######## design 1 ########
### Where the registers sit, design 1

Scale bar: 20 um. Other sequential cells in the stronger grey, the rest of the logic in the fainter grey.
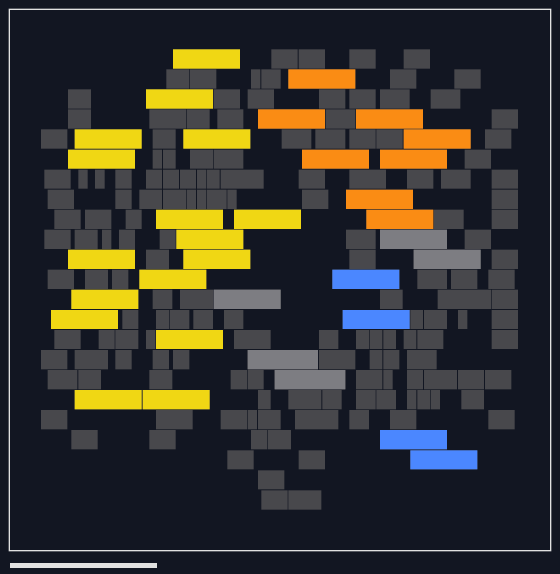

`src/rtl/uc_seq_pkg.sv`:
```
// Shared types and constants for the timing/instruction-state sequencer.
package uc_seq_pkg;
    typedef enum logic [1:0] {
        ST_RUN    = 2'd0,
        ST_HALTED = 2'd1,
        ST_FAULT  = 2'd2
    } state_e;

    localparam logic [3:0] T_LAST = 4'hF;
    localparam int         OPC_HI = 7;
    localparam int         OPC_LO = 4;
endpackage

```
`src/rtl/uc_tstate_counter.sv`:
```
// 4-bit timing-state counter with enable, synchronous clear and terminal-count flag.
module uc_tstate_counter
    import uc_seq_pkg::*;
(
    input  logic       clk,
    input  logic       rst,
    input  logic       en_i,
    input  logic       clr_i,
    output logic [3:0] t_o,
    output logic       tc_o
);
    logic [3:0] t_q, t_d;

    always_comb begin
        t_d = t_q;
        if (en_i) t_d = clr_i ? 4'd0 : t_q + 4'd1;
    end

    always_ff @(posedge clk or posedge rst) begin
        if (rst) t_q <= 4'd0;
        else     t_q <= t_d;
    end

    assign t_o  = t_q;
    assign tc_o = (t_q == T_LAST);
endmodule

```
`src/rtl/uc_sequencer.sv`:
```
// Timing/instruction-state sequencer: T counter, IR, C/Z flags, run/halt/fault control.
// Optional single-step support is compiled in with UC_SINGLE_STEP_EN.
module uc_sequencer
    import uc_seq_pkg::*;
#(
    parameter int CNT_W     = 16,
    parameter bit RESET_RUN = 1'b1
) (
    input  logic             clk,
    input  logic             rst,
    input  logic [7:0]       mbr,
    input  logic             ir_load,
    input  logic             t_clr,
    input  logic             flag_load,
    input  logic             alu_c,
    input  logic             alu_z,
    input  logic             mem_ready,
    input  logic             halt_req,
    input  logic             run_req,
`ifdef UC_SINGLE_STEP_EN
    input  logic             step_req,
`endif
    output logic [3:0]       t,
    output logic [3:0]       q,
    output logic [7:0]       ir,
    output logic             c,
    output logic             z,
    output logic             step_en,
    output logic             halted,
    output logic             fault,
    output logic [CNT_W-1:0] instr_cnt
);
    localparam state_e ST_RESET = RESET_RUN ? ST_RUN : ST_HALTED;

    state_e           state_q, state_d;
    logic             halt_pend_q, halt_pend_d;
    logic [7:0]       ir_q;
    logic             c_q, z_q;
    logic [CNT_W-1:0] cnt_q;
    logic             tc, boundary, fault_trip, t_en;

    assign step_en    = (state_q == ST_RUN) && mem_ready;
    assign boundary   = step_en && t_clr;
    assign fault_trip = step_en && tc && !t_clr;
    // Freeze T at its last value on the faulting step instead of wrapping.
    assign t_en       = step_en && !fault_trip;

    uc_tstate_counter u_tcnt (
        .clk   (clk),
        .rst   (rst),
        .en_i  (t_en),
        .clr_i (t_clr),
        .t_o   (t),
        .tc_o  (tc)
    );

    always_comb begin
        state_d     = state_q;
        halt_pend_d = halt_pend_q | halt_req;
        case (state_q)
            ST_RUN: begin
                if (fault_trip) begin
                    state_d = ST_FAULT;
                end else if (boundary && (halt_pend_q || halt_req)) begin
                    state_d     = ST_HALTED;
                    halt_pend_d = 1'b0;
                end
            end
            ST_HALTED: begin
`ifdef UC_SINGLE_STEP_EN
                if (step_req) begin
                    state_d     = ST_RUN;
                    halt_pend_d = 1'b1;
                end else if (run_req && !halt_req) begin
                    state_d = ST_RUN;
                end
`else
                if (run_req && !halt_req) state_d = ST_RUN;
`endif
            end
            ST_FAULT: state_d = ST_FAULT;
            default:  state_d = ST_FAULT;
        endcase
    end

    always_ff @(posedge clk or posedge rst) begin
        if (rst) begin
            state_q     <= ST_RESET;
            halt_pend_q <= 1'b0;
        end else begin
            state_q     <= state_d;
            halt_pend_q <= halt_pend_d;
        end
    end

    always_ff @(posedge clk or posedge rst) begin
        if (rst) begin
            ir_q  <= 8'h00;
            c_q   <= 1'b0;
            z_q   <= 1'b0;
            cnt_q <= '0;
        end else if (step_en) begin
            if (ir_load)   ir_q <= mbr;
            if (flag_load) begin
                c_q <= alu_c;
                z_q <= alu_z;
            end
            if (t_clr)     cnt_q <= cnt_q + CNT_W'(1);
        end
    end

    assign ir        = ir_q;
    assign q         = ir_q[OPC_HI:OPC_LO];
    assign c         = c_q;
    assign z         = z_q;
    assign halted    = (state_q == ST_HALTED);
    assign fault     = (state_q == ST_FAULT);
    assign instr_cnt = cnt_q;
endmodule

```
`config.mk`:
```
export PLATFORM = sky130hd
export DESIGN_NAME = uc_sequencer
export DESIGN_NICKNAME = d
export VERILOG_FILES = /design/src/rtl/uc_seq_pkg.sv /design/src/rtl/uc_tstate_counter.sv /design/src/rtl/uc_sequencer.sv
export SDC_FILE = /design/constraint.sdc
export NUM_CORES = 1
export LEC_CHECK = 0
export CORE_MARGIN = 4
export CORE_UTILIZATION = 35
export CTS_CLUSTER_SIZE = 25
export DETAILED_ROUTE_END_ITERATION = 7
export PLACE_DENSITY = 0.74
export SLEW_MARGIN = 30
export SYNTH_ARGS = -nofsm -noshare
export SYNTH_HDL_FRONTEND = slang
export SYNTH_SLANG_ARGS = --single-unit
```
`constraint.sdc`:
```
create_clock -name clk -period 1.8 [get_ports clk]
set_input_delay 0.36 -clock clk [delete_from_list [all_inputs] [get_ports clk]]
set_output_delay 0.36 -clock clk [all_outputs]
set_load 0.005 [all_outputs]
```
######## design 2 ########
==> config.mk <==
export PLATFORM = sky130hd
export DESIGN_NAME = umi_flex_conv
export DESIGN_NICKNAME = d
export VERILOG_FILES = /design/src/rtl/umi_flex_conv.sv
export SDC_FILE = /design/constraint.sdc
export NUM_CORES = 2
export LEC_CHECK = 0
export ABC_AREA = 0
export CORE_MARGIN = 1
export CORE_UTILIZATION = 35
export DETAILED_ROUTE_END_ITERATION = 16
export GPL_ROUTABILITY_DRIVEN = 0
export GPL_TIMING_DRIVEN = 1
export SYNTH_ARGS = -nofsm -noshare
export SYNTH_HDL_FRONTEND = slang
export SYNTH_SLANG_ARGS = --single-unit
==> constraint.sdc <==
create_clock -name clk -period 20.6 [get_ports clk]
set_clock_uncertainty 0.1 [all_clocks]
set_input_delay 5.15 -clock clk [delete_from_list [all_inputs] [get_ports clk]]
set_output_delay 5.15 -clock clk [all_outputs]
set_load 0.05 [all_outputs]
==> src/rtl/umi_flex_conv.sv <==
// Single-clock UMI width converter: splits IDW-wide transactions into ODW-wide
// fragments through a one-entry hold stage feeding a first-word-fall-through FIFO.
module umi_flex_conv #(
  parameter int CW    = 32,
  parameter int AW    = 64,
  parameter int IDW   = 256,
  parameter int ODW   = 64,
  parameter int DEPTH = 4,
  parameter int SPLIT = 0
) (
  input  logic                    clk,
  input  logic                    reset,
  input  logic                    chaosmode,
  input  logic                    umi_in_valid,
  input  logic [CW-1:0]           umi_in_cmd,
  input  logic [AW-1:0]           umi_in_dstaddr,
  input  logic [AW-1:0]           umi_in_srcaddr,
  input  logic [IDW-1:0]          umi_in_data,
  output logic                    umi_in_ready,
  output logic                    umi_out_valid,
  output logic [CW-1:0]           umi_out_cmd,
  output logic [AW-1:0]           umi_out_dstaddr,
  output logic [AW-1:0]           umi_out_srcaddr,
  output logic [ODW-1:0]          umi_out_data,
  input  logic                    umi_out_ready,
  output logic                    fifo_full,
  output logic                    fifo_empty,
  output logic [$clog2(DEPTH):0]  fifo_count
);
  localparam int OB   = ODW / 8;
  localparam int OBL  = $clog2(OB);
  localparam int AL   = $clog2(DEPTH);
  localparam int CNTW = AL + 1;
  localparam int EW   = CW + 2*AW + ODW;
  localparam logic [2:0]      OBL3    = 3'(OBL);
  localparam logic [15:0]     OB16    = 16'(OB);
  localparam logic [CNTW-1:0] FULLCNT = CNTW'(DEPTH);

  localparam logic [4:0] RESP_READ  = 5'h02;
  localparam logic [4:0] REQ_WRITE  = 5'h03;
  localparam logic [4:0] REQ_POSTED = 5'h05;
  localparam logic [4:0] REQ_ATOMIC = 5'h09;

  logic            reset_q;
  logic [15:0]     lfsr_q;
  logic            hold_valid_q, hold_valid_d;
  logic            pass_q, pass_d;
  logic [CW-1:0]   hold_cmd_q, hold_cmd_d;
  logic [AW-1:0]   hold_dst_q, hold_dst_d;
  logic [AW-1:0]   hold_src_q, hold_src_d;
  logic [IDW-1:0]  hold_data_q, hold_data_d;
  logic [15:0]     hold_rem_q, hold_rem_d;

  logic [2:0]      osize;
  logic [15:0]     room, fb, in_total;
  logic [7:0]      flen;
  logic            fin, wr, last, stall, load, in_is_data;
  logic [CW-1:0]   frag_cmd;

  // Fragment geometry for the current hold contents
  always_comb begin
    osize    = (hold_cmd_q[7:5] > OBL3) ? OBL3 : hold_cmd_q[7:5];
    room     = (SPLIT != 0) ? OB16 - 16'(hold_dst_q[OBL-1:0]) : OB16;
    fb       = (hold_rem_q < room) ? hold_rem_q : room;
    flen     = 8'((fb >> osize) - 16'd1);
    fin      = pass_q | (fb == hold_rem_q);
    frag_cmd = hold_cmd_q;
    if (!pass_q) begin
      frag_cmd[7:5]  = osize;
      frag_cmd[15:8] = flen;
      frag_cmd[21]   = fin & hold_cmd_q[21];
    end
  end

  assign in_is_data = (umi_in_cmd[4:0] == REQ_WRITE)  | (umi_in_cmd[4:0] == REQ_POSTED) |
                      (umi_in_cmd[4:0] == REQ_ATOMIC) | (umi_in_cmd[4:0] == RESP_READ);
  assign in_total   = ({8'h00, umi_in_cmd[15:8]} + 16'd1) << umi_in_cmd[7:5];

  assign stall = chaosmode & ~lfsr_q[0];
  assign wr    = hold_valid_q & ~fifo_full & ~stall;
  assign last  = wr & fin;
  // Live reset term keeps the input closed on the very cycle reset rises
  assign umi_in_ready = ~reset & ~reset_q & (~hold_valid_q | last);
  assign load  = umi_in_valid & umi_in_ready;

  always_comb begin
    hold_valid_d = hold_valid_q;
    pass_d       = pass_q;
    hold_cmd_d   = hold_cmd_q;
    hold_dst_d   = hold_dst_q;
    hold_src_d   = hold_src_q;
    hold_data_d  = hold_data_q;
    hold_rem_d   = hold_rem_q;
    if (wr) begin
      hold_dst_d  = hold_dst_q + AW'(fb);
      hold_src_d  = hold_src_q + AW'(fb);
      hold_data_d = hold_data_q >> {fb, 3'b000};
      hold_rem_d  = hold_rem_q - fb;
      if (fin) hold_valid_d = 1'b0;
    end
    if (load) begin
      hold_valid_d = 1'b1;
      pass_d       = ~in_is_data;
      hold_cmd_d   = umi_in_cmd;
      hold_dst_d   = umi_in_dstaddr;
      hold_src_d   = umi_in_srcaddr;
      hold_data_d  = umi_in_data;
      hold_rem_d   = in_total;
    end
  end

  always_ff @(posedge clk) begin
    reset_q     <= reset;
    pass_q      <= pass_d;
    hold_cmd_q  <= hold_cmd_d;
    hold_dst_q  <= hold_dst_d;
    hold_src_q  <= hold_src_d;
    hold_data_q <= hold_data_d;
    hold_rem_q  <= hold_rem_d;
    if (reset) begin
      hold_valid_q <= 1'b0;
      lfsr_q       <= 16'hACE1;
    end else begin
      hold_valid_q <= hold_valid_d;
      lfsr_q       <= {lfsr_q[0] ^ lfsr_q[2] ^ lfsr_q[3] ^ lfsr_q[5], lfsr_q[15:1]};
    end
  end

  // Output FIFO, first-word-fall-through
  logic [EW-1:0]   mem [DEPTH];
  logic [EW-1:0]   rd_ent;
  logic [AL-1:0]   wp_q, rp_q;
  logic [CNTW-1:0] cnt_q;
  logic            pop;

  assign fifo_full  = (cnt_q == FULLCNT);
  assign fifo_empty = (cnt_q == '0);
  assign fifo_count = cnt_q;
  assign pop        = ~fifo_empty & umi_out_ready;

  always_ff @(posedge clk) begin
    if (reset) begin
      wp_q  <= '0;
      rp_q  <= '0;
      cnt_q <= '0;
    end else begin
      if (wr)  wp_q <= wp_q + AL'(1);
      if (pop) rp_q <= rp_q + AL'(1);
      case ({wr, pop})
        2'b10:   cnt_q <= cnt_q + CNTW'(1);
        2'b01:   cnt_q <= cnt_q - CNTW'(1);
        default: cnt_q <= cnt_q;
      endcase
    end
  end

  always_ff @(posedge clk) begin
    if (wr) mem[wp_q] <= {frag_cmd, hold_dst_q, hold_src_q, hold_data_q[ODW-1:0]};
  end

  assign rd_ent          = fifo_empty ? '0 : mem[rp_q];
  assign umi_out_valid   = ~fifo_empty;
  assign umi_out_cmd     = rd_ent[EW-1 -: CW];
  assign umi_out_dstaddr = rd_ent[2*AW+ODW-1 -: AW];
  assign umi_out_srcaddr = rd_ent[AW+ODW-1 -: AW];
  assign umi_out_data    = rd_ent[ODW-1:0];
endmodule

### Clock wiring as the flow saved it, design 1

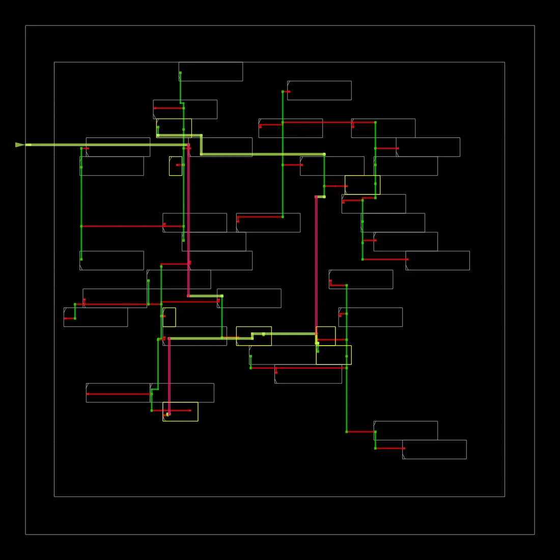
setup skew after layout: 0.00541 ns
TritonCTS buffer count: 5
clock network latency to the later pin of the worst-skew pair: 0.28 ns
Layout clock buffers: 5
count of clock tree sinks: 33

About 'Where the registers sit' of design 1:
Key: u_tcnt.t_o = blue [placed flops 4]; ir = orange [placed flops 8]; instr_cnt = yellow [placed flops 16]
Another 5 sequential cells are not coloured.

==> flow_summary.json, design 1 <==
{
  "nNetsFinal": 206,
  "critical_path_peak_fanout": 6,
  "place_inst": 228,
  "post-route-cell-area_sq_mm": 0.00223,
  "syn_area_per_cell_sq_um": 12.2,
  "num_io_pins": 55,
  "floorplanUtilization": 0.368,
  "synth_cell_type_count": 28,
  "edf_count": 0,
  "placement_cell_area_sq_mm": 0.00213,
  "crit_path_end_kind": "output port",
  "placement_rows": 23,
  "status": "complete, no violations",
  "synth_to_final_area_change_pct": 49.5,
  "cts.reportedPaths.clkPinSlew_ns": 0.07,
  "setup-tns-final_ns": 0,
  "power_density_mw_per_mm2": 1230,
  "depth_of_the_most_critical_reg_to_reg_path": 4,
  "max_clock_freq_ghz": 0.588,
  "yosysTopAreaCellShare": 0.554,
  "post_synthesis_instance_area_sq_mm": 0.00149,
  "cts_hold_repair.buffers": 0
}
## design 1: metal layers
metal,GRT usage,wire length [um],vias to the layer above
li1,-,-,556
met1,0.171,1370,585
met2,0.238,1790,54
met3,0.0369,245,8
met4,0.0943,73,0
met5,0,0,-
## design 1: final cells by class
type	instances	area, sq um	share of cell area
Clock buffer	5	68.8	0.0309
Sequential cell	33	828	0.371
Clock inverter	3	17.5	0.00786
Multi-Input combinational cell	79	612	0.274
Inverter	3	11.3	0.00505
Timing Repair Buffer	64	629	0.282
Tap cell	50	62.6	0.0281
## design 1: report_power, final
part           total (mW)  leakage, nW  internal [mW]  switching, mW
clock network       0.540       0.0439          0.266          0.274
logic                1.05        0.517          0.724          0.325
registers            1.16        0.420          0.964          0.196
total                2.75        0.982           1.95          0.795
## design 1: state kept, by name, indices dropped and copies added (netlist names)
signal	cells
state_q	2
instr_cnt	16
ir	8
c	1
z	1
halt_pend_q	1
u_tcnt.t_o	4
## design 1: worst max-delay path, cell delays in order (launching register included)
cell and delay [ns]:
dfrtp_2 0.44, nor2b_1 0.12, clkdlybuf4s50_1 0.51
## design 1: repair_timing
action / CTS / global route
setup buffers: 1 / 0
gates resized: 1 / 5
endpoints found under the setup margin: 1 / 11
### Clock wiring as the flow saved it, design 2

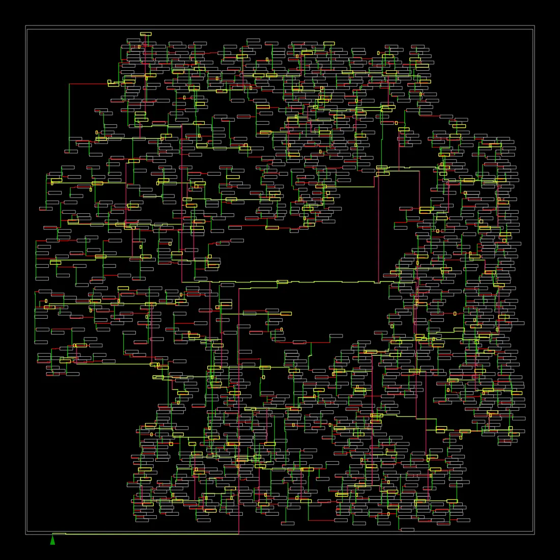
TritonCTS buffer count: 151
clock network latency to the later pin of the worst-skew pair: 0.80 ns
count of clock tree sinks: 1,356
number of flip-flops and latches: 1,356
Layout clock buffers: 189

### Where the registers sit, design 2

Scale bar: 100 um. Other sequential cells in the stronger grey, the rest of the logic in the fainter grey.
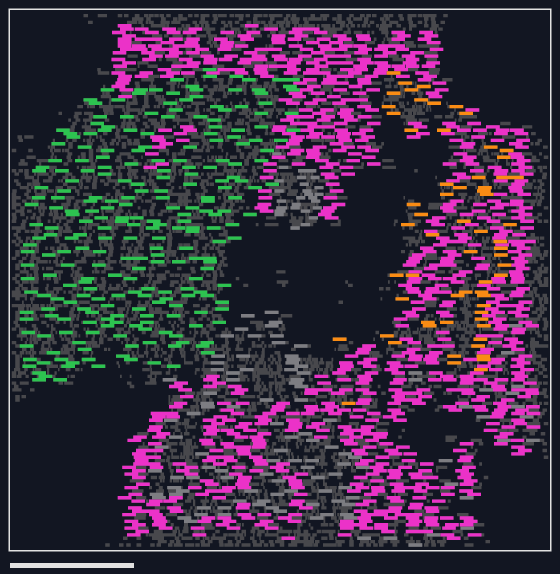
Key: hold_data_q = green [placed flops 256]; hold_dst_q = orange [placed flops 64]; mem = magenta [placed flops 896, where all over the die]

==> flow_summary.json, design 2 <==
{
  "status": "complete, but fails checks",
  "violations": "max-slew violations",
  "ys_top_logic_family": "multiplexers",
  "ranking_of_synthesized_cells_by_instance_count": "1,329 x edfxtp_1, 601 x mux2i_1, 325 x o21ai_0",
  "final-max-slew-violation-count": 37,
  "cell_area_leaders": "edfxtp_1 61%, mux2i_1 9.1%, mux4_2 8.6%, o21ai_0 2.5%, and2_1 2.3%",
  "grt_max_degree": 202,
  "ys_sh_mux": 0.179,
  "cts_h_tree_lvls": 4,
  "groute.layer.met2.usage": 0.377,
  "worstHoldPathCells": 1,
  "drtPass1Iterations": 6,
  "cpMostUsedCell": "clkdlybuf4s50_1",
  "max_clock_freq_ghz": 0.0771,
  "nWellTaps": 2480
}
## design 2: through the flow
stage	utilization	hold WS, ns	power (mW)	instances
4_1_cts	0.428	0.313	8.24	7803
3_3_place_gp	0.402	0.296	5.61	7535
2_1_floorplan	-	0.289	4.82	4669
6_report	0.428	0.311	8.16	7824
5_1_grt	0.428	0.331	8.44	7821
3_5_place_dp	0.402	0.299	5.62	7535
## design 2: worst reg2reg max path: stages, from the launching register on
cell and delay [ns]:
edfxtp_1 0.50, nor4_2 0.47, and4_2 0.56, buf_4 0.42, nand2_4 0.50, clkinv_1 0.57
fa_1 0.43, maj3_1 0.26, nand2_1 0.09, a2111oi_2 0.42, buf_4 0.21, o2111ai_1 0.54
nor3_1 0.44, xnor2_1 0.16, o21ai_0 0.09
## design 2: routing by layer
metal	part of all wire	vias to the layer above
met5	0.00081	-
met4	0.046	28
met3	0.058	388
met2	0.50	1557
met1	0.39	22144
li1	-	19181

==> layout pictures side by side <==
Routed metal, one colour a layer.
Only two layers are drawn.
picture 1
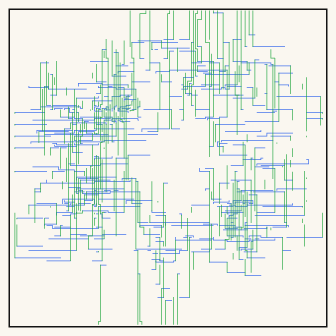
picture 2
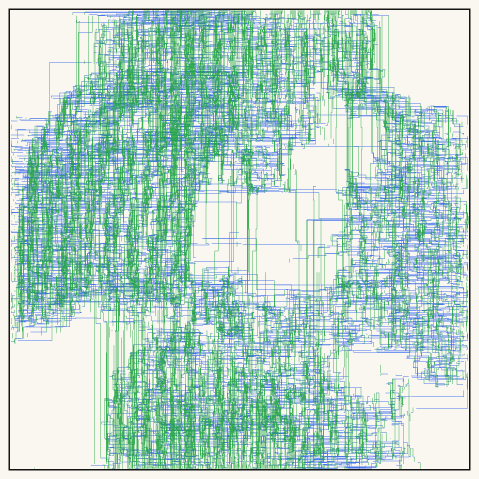
picture 1 -> design 1
picture 2 -> design 2



==> screenshots <==
Wires at chosen ports, followed through buffers.
image #1
Scale bar: 20 um.
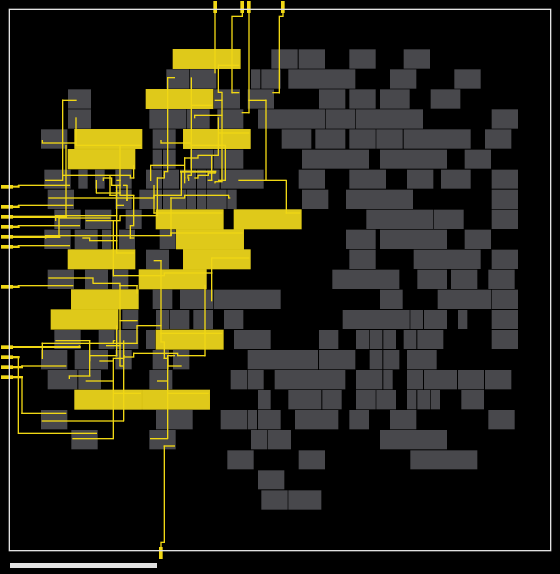
image #2
Scale bar: 100 um.
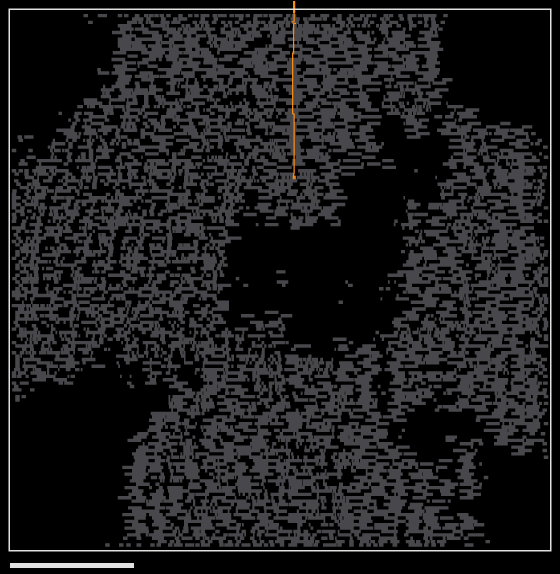
Design 1 is image #1.
Design 2 is image #2.
The one with the most cells is image #2.
The one with the largest die is image #2.

Power and IR drop assume default switching activity.
